# design 1

Fig. 1: design 1, metal 1
Scale: 4 px per um. Supply wires on this layer in grey. Cells faint in the background.
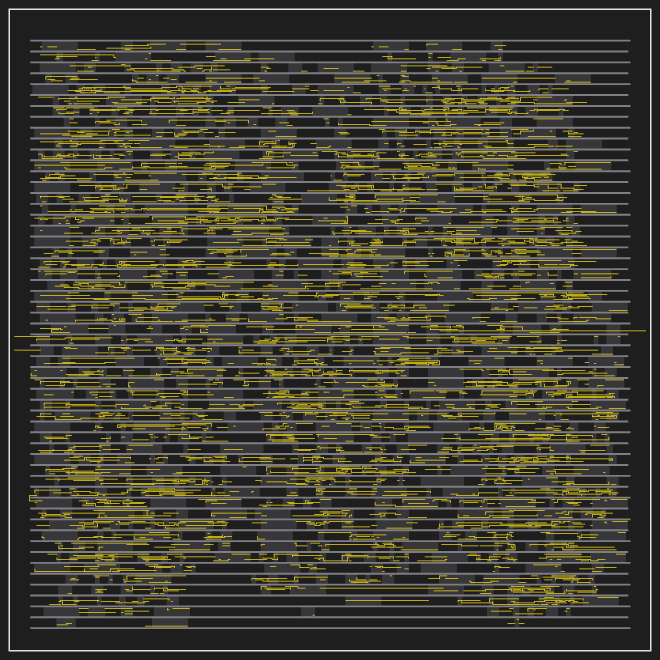

===== src/rtl/key_cmd_pkg.sv =====
// Shared command codes, per-key FSM state type and the fixed-priority
// key-to-command encoder used by key_command_unit.
package key_cmd_pkg;

  localparam int unsigned CNT_W = 32;

  localparam logic [1:0] CMD_NONE    = 2'd0;
  localparam logic [1:0] CMD_SLOWER  = 2'd1;
  localparam logic [1:0] CMD_FASTER  = 2'd2;
  localparam logic [1:0] CMD_DEFAULT = 2'd3;

  typedef enum logic [1:0] {
    IDLE   = 2'd0,
    DELAY  = 2'd1,
    REPEAT = 2'd2
  } key_state_e;

  // KEY0 wins over KEY1 over KEY2, matching the sequencer's own priority.
  function automatic logic [1:0] encode_cmd(input logic [2:0] pulse);
    logic [1:0] code;
    if (pulse[0]) begin
      code = CMD_SLOWER;
    end else if (pulse[1]) begin
      code = CMD_FASTER;
    end else if (pulse[2]) begin
      code = CMD_DEFAULT;
    end else begin
      code = CMD_NONE;
    end
    return code;
  endfunction

endpackage


===== src/rtl/key_channel.sv =====
// One pushbutton: two-flop synchroniser, debounce counter, and the
// press/auto-repeat FSM producing registered level and one-cycle pulse.
module key_channel
  import key_cmd_pkg::*;
#(
  parameter int unsigned DEBOUNCE_CYCLES = 1_000_000,
  parameter int unsigned REPEAT_DELAY    = 25_000_000,
  parameter int unsigned REPEAT_PERIOD   = 12_500_000,
  parameter bit          REPEAT_EN       = 1'b1
) (
  input  logic clk,
  input  logic rst_n,
  input  logic key_n,
  output logic level,
  output logic pulse
);

  localparam logic [CNT_W-1:0] DB_LAST  = CNT_W'(DEBOUNCE_CYCLES - 1);
  localparam logic [CNT_W-1:0] RD_LAST  = CNT_W'(REPEAT_DELAY - 1);
  localparam logic [CNT_W-1:0] RP_LAST  = CNT_W'(REPEAT_PERIOD - 1);
  localparam logic [CNT_W-1:0] CNT_ZERO = {CNT_W{1'b0}};
  localparam logic [CNT_W-1:0] CNT_ONE  = CNT_W'(1);

  logic             sync1_q, sync1_d;
  logic             sync2_q, sync2_d;
  logic [CNT_W-1:0] db_cnt_q, db_cnt_d;
  logic             level_q, level_d;
  key_state_e       state_q, state_d;
  logic [CNT_W-1:0] rpt_cnt_q, rpt_cnt_d;
  logic             pulse_q, pulse_d;
  logic             pressed_s;

  // Synchroniser resets to "released" so reset never looks like a press.
  always_ff @(posedge clk or negedge rst_n) begin
    if (!rst_n) begin
      sync1_q <= 1'b1;
      sync2_q <= 1'b1;
    end else begin
      sync1_q <= sync1_d;
      sync2_q <= sync2_d;
    end
  end

  // Debounce and repeat-FSM state registers.
  always_ff @(posedge clk or negedge rst_n) begin
    if (!rst_n) begin
      db_cnt_q  <= CNT_ZERO;
      level_q   <= 1'b0;
      state_q   <= IDLE;
      rpt_cnt_q <= CNT_ZERO;
      pulse_q   <= 1'b0;
    end else begin
      db_cnt_q  <= db_cnt_d;
      level_q   <= level_d;
      state_q   <= state_d;
      rpt_cnt_q <= rpt_cnt_d;
      pulse_q   <= pulse_d;
    end
  end

  // Synchroniser shift and debounce: level flips only after a full
  // DEBOUNCE_CYCLES run of disagreement; any agreement restarts the count.
  always_comb begin
    sync1_d   = key_n;
    sync2_d   = sync1_q;
    pressed_s = ~sync2_q;
    db_cnt_d  = db_cnt_q;
    level_d   = level_q;
    if (pressed_s == level_q) begin
      db_cnt_d = CNT_ZERO;
    end else if (db_cnt_q == DB_LAST) begin
      db_cnt_d = CNT_ZERO;
      level_d  = ~level_q;
    end else begin
      db_cnt_d = db_cnt_q + CNT_ONE;
    end
  end

  // Press / auto-repeat FSM. Decisions use level_d so the press pulse is
  // registered alongside the level, and a release suppresses a due repeat.
  always_comb begin
    state_d   = state_q;
    rpt_cnt_d = rpt_cnt_q;
    pulse_d   = 1'b0;
    case (state_q)
      IDLE: begin
        rpt_cnt_d = CNT_ZERO;
        if (level_d && !level_q) begin
          state_d = DELAY;
          pulse_d = 1'b1;
        end else begin
          state_d = IDLE;
        end
      end
      DELAY: begin
        if (!level_d) begin
          state_d   = IDLE;
          rpt_cnt_d = CNT_ZERO;
        end else if (!REPEAT_EN) begin
          rpt_cnt_d = CNT_ZERO;
        end else if (rpt_cnt_q == RD_LAST) begin
          state_d   = REPEAT;
          rpt_cnt_d = CNT_ZERO;
          pulse_d   = 1'b1;
        end else begin
          rpt_cnt_d = rpt_cnt_q + CNT_ONE;
        end
      end
      REPEAT: begin
        if (!level_d) begin
          state_d   = IDLE;
          rpt_cnt_d = CNT_ZERO;
        end else if (rpt_cnt_q == RP_LAST) begin
          rpt_cnt_d = CNT_ZERO;
          pulse_d   = 1'b1;
        end else begin
          rpt_cnt_d = rpt_cnt_q + CNT_ONE;
        end
      end
      default: begin
        state_d   = IDLE;
        rpt_cnt_d = CNT_ZERO;
      end
    endcase
  end

  assign level = level_q;
  assign pulse = pulse_q;

endmodule


===== src/rtl/key_command_unit.sv =====
// Three debounced key channels feeding a registered fixed-priority encoder
// that turns press/repeat pulses into single-cycle speed commands.
module key_command_unit
  import key_cmd_pkg::*;
#(
  parameter int unsigned DEBOUNCE_CYCLES = 1_000_000,
  parameter int unsigned REPEAT_DELAY    = 25_000_000,
  parameter int unsigned REPEAT_PERIOD   = 12_500_000,
  parameter logic [2:0]  REPEAT_EN       = 3'b011
) (
  input  logic       CLOCK_50,
  input  logic       RESET_N,
  input  logic [2:0] KEY,
  output logic [2:0] key_level,
  output logic [2:0] key_pulse,
  output logic       cmd_valid,
  output logic [1:0] cmd_code
);

  logic [2:0] level_s;
  logic [2:0] pulse_s;
  logic       cmd_valid_q, cmd_valid_d;
  logic [1:0] cmd_code_q, cmd_code_d;

  for (genvar i = 0; i < 3; i++) begin : gen_ch
    key_channel #(
      .DEBOUNCE_CYCLES(DEBOUNCE_CYCLES),
      .REPEAT_DELAY   (REPEAT_DELAY),
      .REPEAT_PERIOD  (REPEAT_PERIOD),
      .REPEAT_EN      (REPEAT_EN[i])
    ) u_key (
      .clk  (CLOCK_50),
      .rst_n(RESET_N),
      .key_n(KEY[i]),
      .level(level_s[i]),
      .pulse(pulse_s[i])
    );
  end

  // Lower-priority simultaneous presses are dropped here but stay on key_pulse.
  always_comb begin
    cmd_valid_d = |pulse_s;
    cmd_code_d  = encode_cmd(pulse_s);
  end

  // Command output register.
  always_ff @(posedge CLOCK_50 or negedge RESET_N) begin
    if (!RESET_N) begin
      cmd_valid_q <= 1'b0;
      cmd_code_q  <= CMD_NONE;
    end else begin
      cmd_valid_q <= cmd_valid_d;
      cmd_code_q  <= cmd_code_d;
    end
  end

  assign key_level = level_s;
  assign key_pulse = pulse_s;
  assign cmd_valid = cmd_valid_q;
  assign cmd_code  = cmd_code_q;

endmodule

===== config.mk =====
export PLATFORM = sky130hd
export DESIGN_NAME = key_command_unit
export DESIGN_NICKNAME = d
export VERILOG_FILES = /design/src/rtl/key_cmd_pkg.sv /design/src/rtl/key_channel.sv /design/src/rtl/key_command_unit.sv
export SDC_FILE = /design/constraint.sdc
export NUM_CORES = 1
export LEC_CHECK = 0
export CAP_MARGIN = 20
export CELL_PAD_IN_SITES_DETAIL_PLACEMENT = 2
export CELL_PAD_IN_SITES_GLOBAL_PLACEMENT = 2
export CORE_MARGIN = 5
export CORE_UTILIZATION = 41
export CTS_CLUSTER_SIZE = 8
export DETAILED_ROUTE_END_ITERATION = 16
export HOLD_SLACK_MARGIN = 0.06
export PLACE_DENSITY = 0.81
export SYNTH_ARGS = -nofsm -noshare
export SYNTH_HDL_FRONTEND = slang
export SYNTH_SLANG_ARGS = --single-unit

===== constraint.sdc =====
create_clock -name CLOCK_50 -period 2.6 [get_ports CLOCK_50]
set_input_delay 0.52 -clock CLOCK_50 [delete_from_list [all_inputs] [get_ports CLOCK_50]]
set_output_delay 0.52 -clock CLOCK_50 [all_outputs]
set_load 0.05 [all_outputs]

# design 2

===== src/rtl/alu_pkg.sv =====
// alu_pkg: opcode constants, FSM states and command format shared by the ALU issue stage.
package alu_pkg;
    localparam int OP_W   = 6;
    localparam int OPND_W = 5;
    localparam logic [OP_W-1:0] OP_ADD  = 6'b000001;
    localparam logic [OP_W-1:0] OP_SUB  = 6'b000010;
    localparam logic [OP_W-1:0] OP_MUL  = 6'b000100;
    localparam logic [OP_W-1:0] OP_ONES = 6'b001000;
    localparam logic [OP_W-1:0] OP_XOR  = 6'b010000;
    localparam logic [OP_W-1:0] OP_MAX  = 6'b100000;
    typedef enum logic [1:0] {IDLE, EXEC, HOLD} state_t;
    typedef struct packed {
        logic              mod;
        logic [OP_W-1:0]   op;
        logic [OPND_W-1:0] a;
        logic [OPND_W-1:0] b;
    } cmd_t;
    // IEEE commands ignore op; integer commands need exactly one opcode bit.
    function automatic logic cmd_legal(cmd_t c);
        return c.mod || (c.op != '0 && (c.op & (c.op - OP_W'(1))) == '0);
    endfunction
endpackage


===== src/rtl/alu_cmd_fifo.sv =====
// alu_cmd_fifo: synchronous command FIFO with wrap-around pointers and occupancy count.
module alu_cmd_fifo
    import alu_pkg::*;
#(
    parameter int DEPTH = 4
) (
    input  logic clk,
    input  logic reset,
    input  logic push,
    input  logic pop,
    input  cmd_t din,
    output cmd_t dout,
    output logic full,
    output logic empty
);
    localparam int AW = $clog2(DEPTH);
    cmd_t mem [DEPTH];
    logic [AW-1:0] wr_ptr, rd_ptr;
    logic [AW:0] count;
    logic wr, rd;
    assign full  = count == (AW+1)'(DEPTH);
    assign empty = count == '0;
    assign wr    = push && !full;
    assign rd    = pop && !empty;
    assign dout  = mem[rd_ptr];
    always_ff @(posedge clk) begin
        if (wr) mem[wr_ptr] <= din;
    end
    always_ff @(posedge clk) begin
        if (reset) begin
            wr_ptr <= '0;
            rd_ptr <= '0;
            count  <= '0;
        end else begin
            wr_ptr <= wr ? wr_ptr + AW'(1) : wr_ptr;
            rd_ptr <= rd ? rd_ptr + AW'(1) : rd_ptr;
            count  <= count + (AW+1)'(wr) - (AW+1)'(rd);
        end
    end
endmodule


===== src/rtl/alu_issue_seq.sv =====
// alu_issue_seq: buffers ALU commands, drops illegal opcodes, drives the ALU
// from registers and holds each sampled result for a valid/ready consumer.
module alu_issue_seq
    import alu_pkg::*;
#(
    parameter int DEPTH = 4,
    parameter int RES_W = 32
) (
    input  logic              clk,
    input  logic              reset,
    input  logic              cmd_valid,
    output logic              cmd_ready,
    input  logic              cmd_mod,
    input  logic [OP_W-1:0]   cmd_op,
    input  logic [OPND_W-1:0] cmd_a,
    input  logic [OPND_W-1:0] cmd_b,
    output logic              alu_mod,
    output logic [OP_W-1:0]   alu_op,
    output logic [OPND_W-1:0] alu_in1,
    output logic [OPND_W-1:0] alu_in2,
    output logic              alu_reset,
    input  logic [RES_W-1:0]  alu_out,
    input  logic              alu_balance,
    input  logic              alu_equality,
    output logic              res_valid,
    input  logic              res_ready,
    output logic [RES_W-1:0]  res_data,
    output logic              res_balance,
    output logic              res_equality,
    output logic              err_illegal
);
    state_t state, state_n;
    cmd_t cmd_in, head;
    logic full, empty, push, pop, load, cap, legal;
    assign cmd_ready = !full && !reset;
    assign push      = cmd_valid && cmd_ready;
    assign cmd_in    = {cmd_mod, cmd_op, cmd_a, cmd_b};
    assign legal     = cmd_legal(head);
    alu_cmd_fifo #(.DEPTH(DEPTH)) u_fifo (
        .clk   (clk),
        .reset (reset),
        .push  (push),
        .pop   (pop),
        .din   (cmd_in),
        .dout  (head),
        .full  (full),
        .empty (empty)
    );
    always_comb begin
        state_n = state;
        pop     = 1'b0;
        load    = 1'b0;
        cap     = 1'b0;
        case (state)
            IDLE: begin
                pop     = !empty;
                load    = !empty && legal;
                state_n = load ? EXEC : IDLE;
            end
            EXEC: begin
                cap     = 1'b1;
                state_n = HOLD;
            end
            HOLD: begin
                pop     = res_ready && !empty;
                load    = res_ready && !empty && legal;
                state_n = load ? EXEC : (res_ready ? IDLE : HOLD);
            end
            default: state_n = IDLE;
        endcase
    end
    always_ff @(posedge clk) begin
        alu_reset <= reset;
        if (reset) begin
            state        <= IDLE;
            alu_mod      <= 1'b0;
            alu_op       <= '0;
            alu_in1      <= '0;
            alu_in2      <= '0;
            res_valid    <= 1'b0;
            res_data     <= '0;
            res_balance  <= 1'b0;
            res_equality <= 1'b0;
            err_illegal  <= 1'b0;
        end else begin
            state       <= state_n;
            err_illegal <= pop && !legal;
            res_valid   <= cap || (res_valid && !res_ready);
            if (load) begin
                alu_mod <= head.mod;
                alu_op  <= head.op;
                alu_in1 <= head.a;
                alu_in2 <= head.b;
            end
            // ALU inputs have been stable for the whole EXEC cycle when sampled here.
            if (cap) begin
                res_data     <= alu_out;
                res_balance  <= alu_balance;
                res_equality <= alu_equality;
            end
        end
    end
endmodule

===== config.mk =====
export PLATFORM = sky130hd
export DESIGN_NAME = alu_issue_seq
export DESIGN_NICKNAME = d
export VERILOG_FILES = /design/src/rtl/alu_pkg.sv /design/src/rtl/alu_cmd_fifo.sv /design/src/rtl/alu_issue_seq.sv
export SDC_FILE = /design/constraint.sdc
export NUM_CORES = 1
export LEC_CHECK = 0
export CORE_MARGIN = 5
export CORE_UTILIZATION = 50
export DETAILED_ROUTE_END_ITERATION = 10
export GPL_ROUTABILITY_DRIVEN = 0
export PLACE_DENSITY = 0.79
export SKIP_CTS_REPAIR_TIMING = 1
export SLEW_MARGIN = 25
export SYNTH_ARGS = -nofsm -noshare
export SYNTH_HDL_FRONTEND = slang
export SYNTH_SLANG_ARGS = --single-unit

===== constraint.sdc =====
create_clock -name clk -period 3.4 [get_ports clk]
set_clock_uncertainty 0.2 [all_clocks]
set_input_delay 0.85 -clock clk [delete_from_list [all_inputs] [get_ports clk]]
set_output_delay 0.85 -clock clk [all_outputs]
set_load 0.05 [all_outputs]

# design 3

===== config.mk =====
export PLATFORM = sky130hd
export DESIGN_NAME = regfile_write_arbiter
export DESIGN_NICKNAME = d
export VERILOG_FILES = /design/src/rtl/regfile_write_arbiter.sv
export SDC_FILE = /design/constraint.sdc
export NUM_CORES = 1
export LEC_CHECK = 0
export CAP_MARGIN = 30
export CORE_UTILIZATION = 50
export CTS_CLUSTER_SIZE = 24
export DETAILED_ROUTE_END_ITERATION = 7
export GPL_TIMING_DRIVEN = 0
export PLACE_DENSITY = 0.83
export SKIP_CTS_REPAIR_TIMING = 1
export SLEW_MARGIN = 20
export SYNTH_ARGS = -nofsm -noshare
export SYNTH_HDL_FRONTEND = slang
export SYNTH_SLANG_ARGS = --single-unit

===== constraint.sdc =====
create_clock -name clock -period 3.2 [get_ports clock]
set_clock_uncertainty 0.15 [all_clocks]
set_input_delay 0.64 -clock clock [delete_from_list [all_inputs] [get_ports clock]]
set_output_delay 0.64 -clock clock [all_outputs]
set_load 0.02 [all_outputs]

===== src/rtl/regfile_write_arbiter.sv =====
// Two-requester write-port arbiter for the 4x8 register bank: one-entry buffer per requester, round-robin drain.
// Latency: handshake at edge N -> wr_en high in cycle N+2 -> bank write at edge N+2 (2 cycles uncontended).
// Backpressure: reqX_ready = buffer empty or being drained this cycle; both readies low while reset is high.
//
// Ports:
//   clock, reset              single clock, synchronous active-high reset
//   req0_valid/ready/addr/data  ALU writeback requester (valid/ready handshake)
//   req1_valid/ready/addr/data  memory-load writeback requester (valid/ready handshake)
//   wr_en, wr_addr, wr_data     registered write port driving the bank's EscreveReg/inec/dado
//   grant                       registered one-hot owner of the current wr_en cycle (bit0=req0, bit1=req1)
//   busy                        either holding buffer is full
//
// Build option: define ARB_FIXED_PRIO_EN to replace round-robin with fixed priority
// (req0 always wins a tie, no last pointer; req1 can starve under continuous req0 traffic).

module regfile_write_arbiter #(
    parameter int DATA_W = 8,
    parameter int ADDR_W = 2
) (
    input  logic              clock,
    input  logic              reset,

    input  logic              req0_valid,
    output logic              req0_ready,
    input  logic [ADDR_W-1:0] req0_addr,
    input  logic [DATA_W-1:0] req0_data,

    input  logic              req1_valid,
    output logic              req1_ready,
    input  logic [ADDR_W-1:0] req1_addr,
    input  logic [DATA_W-1:0] req1_data,

    output logic              wr_en,
    output logic [ADDR_W-1:0] wr_addr,
    output logic [DATA_W-1:0] wr_data,
    output logic [1:0]        grant,
    output logic              busy
);

    // One buffered register write.
    typedef struct packed {
        logic [ADDR_W-1:0] addr;
        logic [DATA_W-1:0] data;
    } wr_t;

    wr_t  buf0_dat;
    wr_t  buf1_dat;
    logic buf0_full;
    logic buf1_full;

    logic sel0;
    logic sel1;
    logic take0;
    logic take1;

    // ------------------------------------------------------------------
    // Arbitration: purely from buffer occupancy (and the last pointer).
    // ------------------------------------------------------------------
`ifdef ARB_FIXED_PRIO_EN
    always_comb begin
        sel0 = 1'b0;
        sel1 = 1'b0;
        if (buf0_full) begin
            sel0 = 1'b1;
        end else if (buf1_full) begin
            sel1 = 1'b1;
        end
    end
`else
    // Index of the requester granted most recently; reset to 1 so req0
    // wins the first tie after reset.
    logic last;

    always_comb begin
        sel0 = 1'b0;
        sel1 = 1'b0;
        if (buf0_full && buf1_full) begin
            // Tie: pick the requester that did not win last time.
            sel0 = last;
            sel1 = !last;
        end else begin
            sel0 = buf0_full;
            sel1 = buf1_full;
        end
    end

    always_ff @(posedge clock) begin
        if (reset) begin
            last <= 1'b1;
        end else if (sel0) begin
            last <= 1'b0;
        end else if (sel1) begin
            last <= 1'b1;
        end
    end
`endif

    // ------------------------------------------------------------------
    // Ready: a buffer can accept when empty, or when it is being drained
    // on this same edge (empty-and-reload). Never looks at valid.
    // ------------------------------------------------------------------
    assign req0_ready = !reset && (!buf0_full || sel0);
    assign req1_ready = !reset && (!buf1_full || sel1);

    assign take0 = req0_valid && req0_ready;
    assign take1 = req1_valid && req1_ready;

    // ------------------------------------------------------------------
    // Holding buffers. A new transfer takes precedence over the drain so
    // a drain-plus-reload on the same edge leaves the buffer full with
    // the new contents.
    // ------------------------------------------------------------------
    always_ff @(posedge clock) begin
        if (reset) begin
            buf0_full <= 1'b0;
            buf0_dat  <= '0;
        end else if (take0) begin
            buf0_full <= 1'b1;
            buf0_dat  <= '{addr: req0_addr, data: req0_data};
        end else if (sel0) begin
            buf0_full <= 1'b0;
        end
    end

    always_ff @(posedge clock) begin
        if (reset) begin
            buf1_full <= 1'b0;
            buf1_dat  <= '0;
        end else if (take1) begin
            buf1_full <= 1'b1;
            buf1_dat  <= '{addr: req1_addr, data: req1_data};
        end else if (sel1) begin
            buf1_full <= 1'b0;
        end
    end

    // ------------------------------------------------------------------
    // Registered write port. Address/data hold their last value on idle
    // cycles so the bank inputs only toggle on real writes.
    // ------------------------------------------------------------------
    always_ff @(posedge clock) begin
        if (reset) begin
            wr_en   <= 1'b0;
            wr_addr <= '0;
            wr_data <= '0;
            grant   <= 2'b00;
        end else begin
            wr_en <= sel0 || sel1;
            grant <= {sel1, sel0};
            if (sel0) begin
                wr_addr <= buf0_dat.addr;
                wr_data <= buf0_dat.data;
            end else if (sel1) begin
                wr_addr <= buf1_dat.addr;
                wr_data <= buf1_dat.data;
            end
        end
    end

    assign busy = buf0_full || buf1_full;

endmodule


Fig. 2: design 3, metal 1
Scale: 10 px per um. Supply wires on this layer in grey. Cells faint in the background.
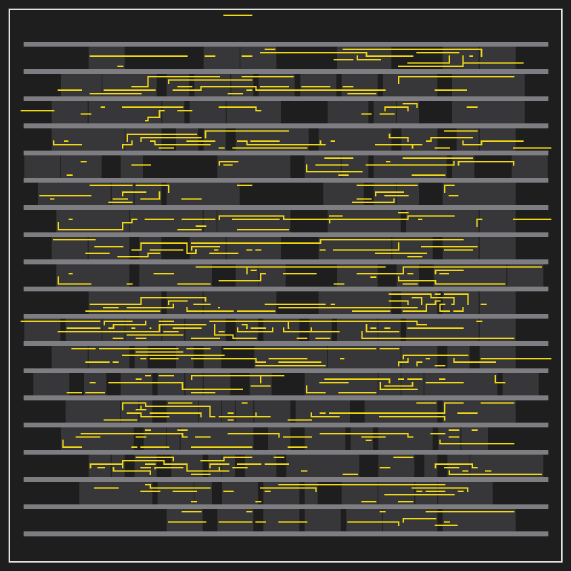
nets with wire on the layer = 173
share of all routed wire = 44%

==> notes.md, design 3 <==
impl run done, here's what came out: Reg2Reg Setup Slack=1.48 ns, Non-Filler Instances=197, die x size=55.1 um, largest net degree at the start of global routing=11, area of the multi-input gates=657 um^2, ClkCell Share=2.45%, HP Class=reg -> reg, drc violations=0, fin worst setup slack=0.248 ns, clk ins delay skew pair=0.33 ns, root buffer cell=clkbuf_4, DIE AREA=3040 um^2, I/O Pins=40, cts bufs inserted=5, largest area contributor in the netlist=dfxtp_1, minimum clock period=2.95 ns, Setup TNS=0 ns, sequential power share=58.2%, status=finished, final reports clean, total grt overflow=0, core area=2570 um^2, Area-dominant class=flip-flops and latches, Non-clock buffer share=22.6%, Worst setup SP type=primary input, Storage cell area=721 um^2, Syn Area/Cell=11.8 um^2, initial antenna violation count=0, ys async rst share=0%, Core Rows=18, cell count after synthesis=120, CP most frequent cell=clkdlybuf4s50_1, slew margin rel.=68.9%, drt pass-1 iters=4, Ys Warns=0, crit end category=output pin, Final Power=0.000850 W, n_taps=30, Final Hold Slack=0.334 ns
[design 3: cell families after synthesis]
kind of cell / after synthesis / share of synthesized area, %
AOI/OAI and AO/OA: 13 / 8.34
DFF: 36 / 51.1
muxes: 20 / 18.6
buffers and inverters: 6 / 2.31
and+or+nand+nor: 45 / 19.6
[design 3: layer usage]
metal | GRT usage [%] | share of wire, %
met3 | 9.02 | 5.9
met5 | 0 | 0
met1 | 23.5 | 44
met4 | 8.75 | 1.1
met2 | 35.1 | 49
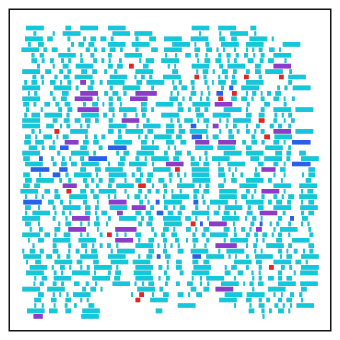
Fig. 3. Drive-strength map (design 1).
Scale: 2 px per um.
purple -> x6 and larger  # cells 31, share 3.2%
red -> x3 and x4  # cells 17, share 1.7%
blue -> x2  # cells 22, share 2.2%
cyan -> x1 and smaller  # cells 913, share 93%
non-clock buffer count in the final layout: 31
Layout Area Growth over Synthesis: 12.2%
fin worst setup slack: 0.251 ns

Fig. 4: design 1, cell density map
Scale: 2 px per um. 16 x 16 tiles, from dark blue (low) to red (high), 0 to 100% covered.
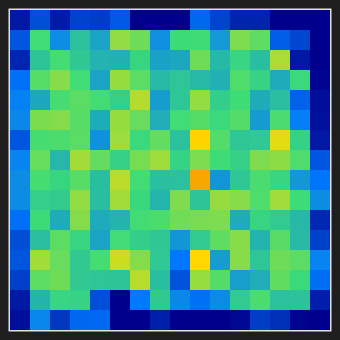
mean over tiles = 39%
fullest tile = 81%
densest ninth of the die = middle
nearly empty tiles = 7.0%
tiles over 75% full = 1.2%
emptiest ninth of the die = top right
Initial Utilization: 42.0%
core area: 22,000 um^2

About Fig. 1:
wire length on this layer = 10,800 um
main direction = horizontal
nets with wire on the layer = 907

==> notes.md, design 1 <==
impl run done, here's what came out: Worst path max stage delay=0.90 ns, die x size=160 um, Fmax achieved=426 MHz, Worst Hold Launch=gen_ch[0].u_key.sync1_q, Post-DRT Antenna Nets=0, crit end category=output pin, clock buffer count=18, ys async rst share=100%, Final Hold Fails=0, worst reg-to-reg path cell count=6, Placer Congestion=0.762, Ys Warns=0, Top Layout Cells=dfrtp_1 (174), nor2_1 (147), xnor2_1 (100), Final setup violation count=0, CTS tree=yes, power per cell area=557 nW/um^2, Reg2Reg Setup Slack=0.30 ns, ClkCell Share=6.06%, maxcap violations=0, top cells, area=dfrtp_1 (47%), xnor2_1 (9.5%), nor2_1 (6.0%), xor2_1 (4.4%), nor3_1 (3.5%), Multiplexer share=0.217%, initial antenna violation count=0, Max Root-Sink Buffers=2, port buffer count=13, root buffer cell=clkbuf_16, drt pass-1 iters=4, Crit Path Category=reg -> out, Max IR drop VDD=0.392 mV, clk sinks=180, invs w/o clock=31, Storage cell area=4510 um^2, Synth top cells by count=dfrtp_1 (174), nor2_1 (147), xnor2_1 (100), nor3_1 (64), nand2_1 (59), status=finished, final reports clean, Die Height=160 um, delay-heaviest family, CP=buffers and inverters, P_leak=4.02 nW, met1 GRT Util=24.1%, Non-Filler Instances=1,263, yosys cell count=961, top flop regs=gen_ch.u_key.db_cnt_q: 96 flops, gen_ch.u_key.rpt_cnt_q: 64 flops, gen_ch.u_key.state_q: 5 flops, minimum clock period=2.35 ns, share of layout cells above drive strength 1=7.12%, DR WL met3=420 um, Area-dominant class=flip-flops and latches, Setup Fix Bufs, Post-CTS=0
## design 1: report_power, final
group	internal, W	switching [W]
clock	0.00162	0.00118
sequential	0.00282	0.0000176
combinational	0.0000350	0.0000990
## design 1: through the flow
stage               hold slack, ns  total power [W]  util, %  setup slack (ns)  area [um^2]
finish                       0.360          0.00577     47.1             0.251        10300
floorplan                    0.224          0.00292        -             0.577         9220
global route                 0.368          0.00599     47.1             0.150        10300
CTS                          0.360          0.00585     47.1            0.0993        10300
global placement             0.346          0.00302     44.2             0.312         9710
detailed placement           0.350          0.00303     44.2             0.209         9710
Fig. 5: design 2, cell density map
Scale: 3 px per um. 11 x 11 tiles, from dark blue (low) to red (high), 0 to 100% covered.
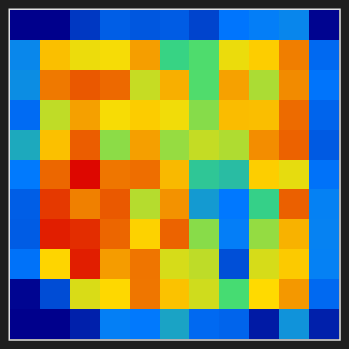
mean over tiles = 55%
tiles over 75% full = 39%
nearly empty tiles = 5.0%

Fig. 6: design 2, cell outlines without signal wires
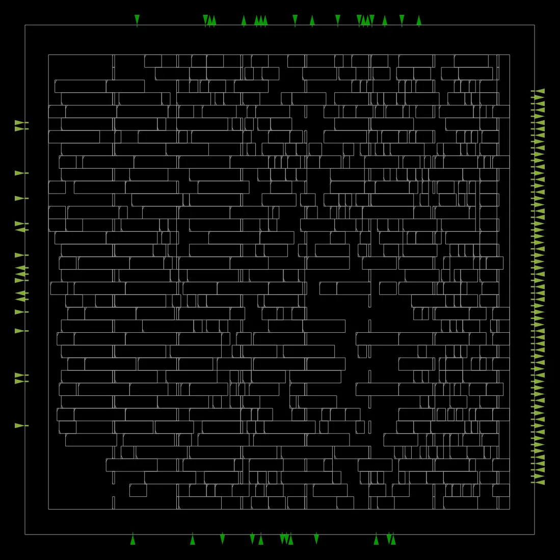
Core Rows: 36
flip-flop and latch count: 133

==> notes.md, design 2 <==
impl run done, here's what came out: Max Transition Viols Final=0, hpwl dp=7.16 mm, P_leak=2.34 nW, Ys Warns=0, Reg2Reg Setup Slack=0.50 ns, Final Cycle Share=85.4%, worst setup path endpoint=alu_in2[4], Total GRT Usage=18.7%, Worst path max stage delay=0.63 ns, OpenROAD warnings=29, first-pass GRT wire length=16.8 mm, Post-synth EDFFs=68, HP Class=reg -> reg, Final Hold Fails=0, Final setup violation count=0, Final Hold Slack=0.250 ns, ys async rst share=0%, placed instance count=615, placed inst area=6220 um^2, clk ins delay skew pair=0.51 ns, Final Power=0.00607 W, synthesis area per yosys=4980 um^2, Multiplexer share=7.69%, #MultiIn Comb=221, H-tree depth=4, DR WL met3=798 um, clk sinks=133, Worst setup SP type=flip-flop, DR WL/cell=16.7 um, Area-dominant class=flip-flops and latches, clock buffer count=18, delay-heaviest family, CP=AND-OR/OR-AND gates, most numerous logic cell after layout=clkdlybuf4s50_1, Basic Gates by Area=9.85%, crit path max-delay cell type=dfxtp_1, Detailed Route WL=10.8 mm, Storage cell area=3340 um^2, fin worst setup slack=0.496 ns, status=finished, final reports clean, Worst Hold Launch=res_equality, yosys adder share=1.91%, Final #Nets=563, Die Height=110 um, highest routed metal layer=met4, data arrival time of the worst path=3.07 ns, Non-clock buffer share=17.6%, WP depth=6, Max IR drop VDD=0.476 mV, yosys cell count=388, area of the multi-input gates=1480 um^2, Max FO, Critical Path=17, CTS tree=yes, Seq area share=49.2%, area fraction in compound gates=8.92%, crit path cell chain=mux4_2 > xor2_1 > a22o_4 > a211o_1 > nand3_1 > a21oi_1, met3 usage=4.70%, DRT iter0 DRCs=131, clk slew on worst S/H paths=0.06 ns, RR Endpoint=alu_in2[4], XOR/XNOR Area Share=1.23%, dpl ws=0.146 ns
==> design 2: registers in the layout, summed over array words and instances, names as in the netlist, 2 cells and up, named ones only <==
signal,cells
u_fifo.mem,68
alu_in1,5
u_fifo.rd_ptr,2
u_fifo.count,3
u_fifo.wr_ptr,2
state,2
alu_in2,5
alu_op,6
res_data,32
==> design 2: power by group <==
part,switching [W],internal (W)
combinational,0.00138,0.000827
sequential,0.000164,0.00194
clock,0.000648,0.00111
==> design 2: worst min-delay path, delay by kind of cell (launching register included) <==
kind / cells / cell delay (ns)
flops: 1 / 0.30
compound gates: 1 / 0.05
simple gates: 1 / 0.05


==> screenshots <==
Wires at chosen ports, followed through buffers.
Plate I
Scale: 3 px per um.
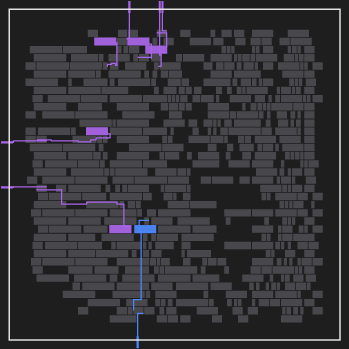
Plate II
Scale: 2 px per um.
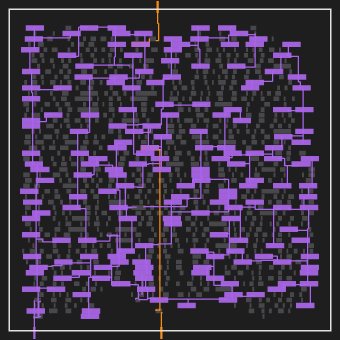
Plate III
Scale: 6 px per um.
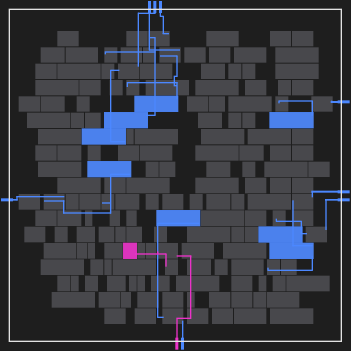
- fewest cells: Plate III
Plate II is design 1.
Plate III is design 3.
Plate I is design 2.

Power is estimated from default activity; no workload was simulated.
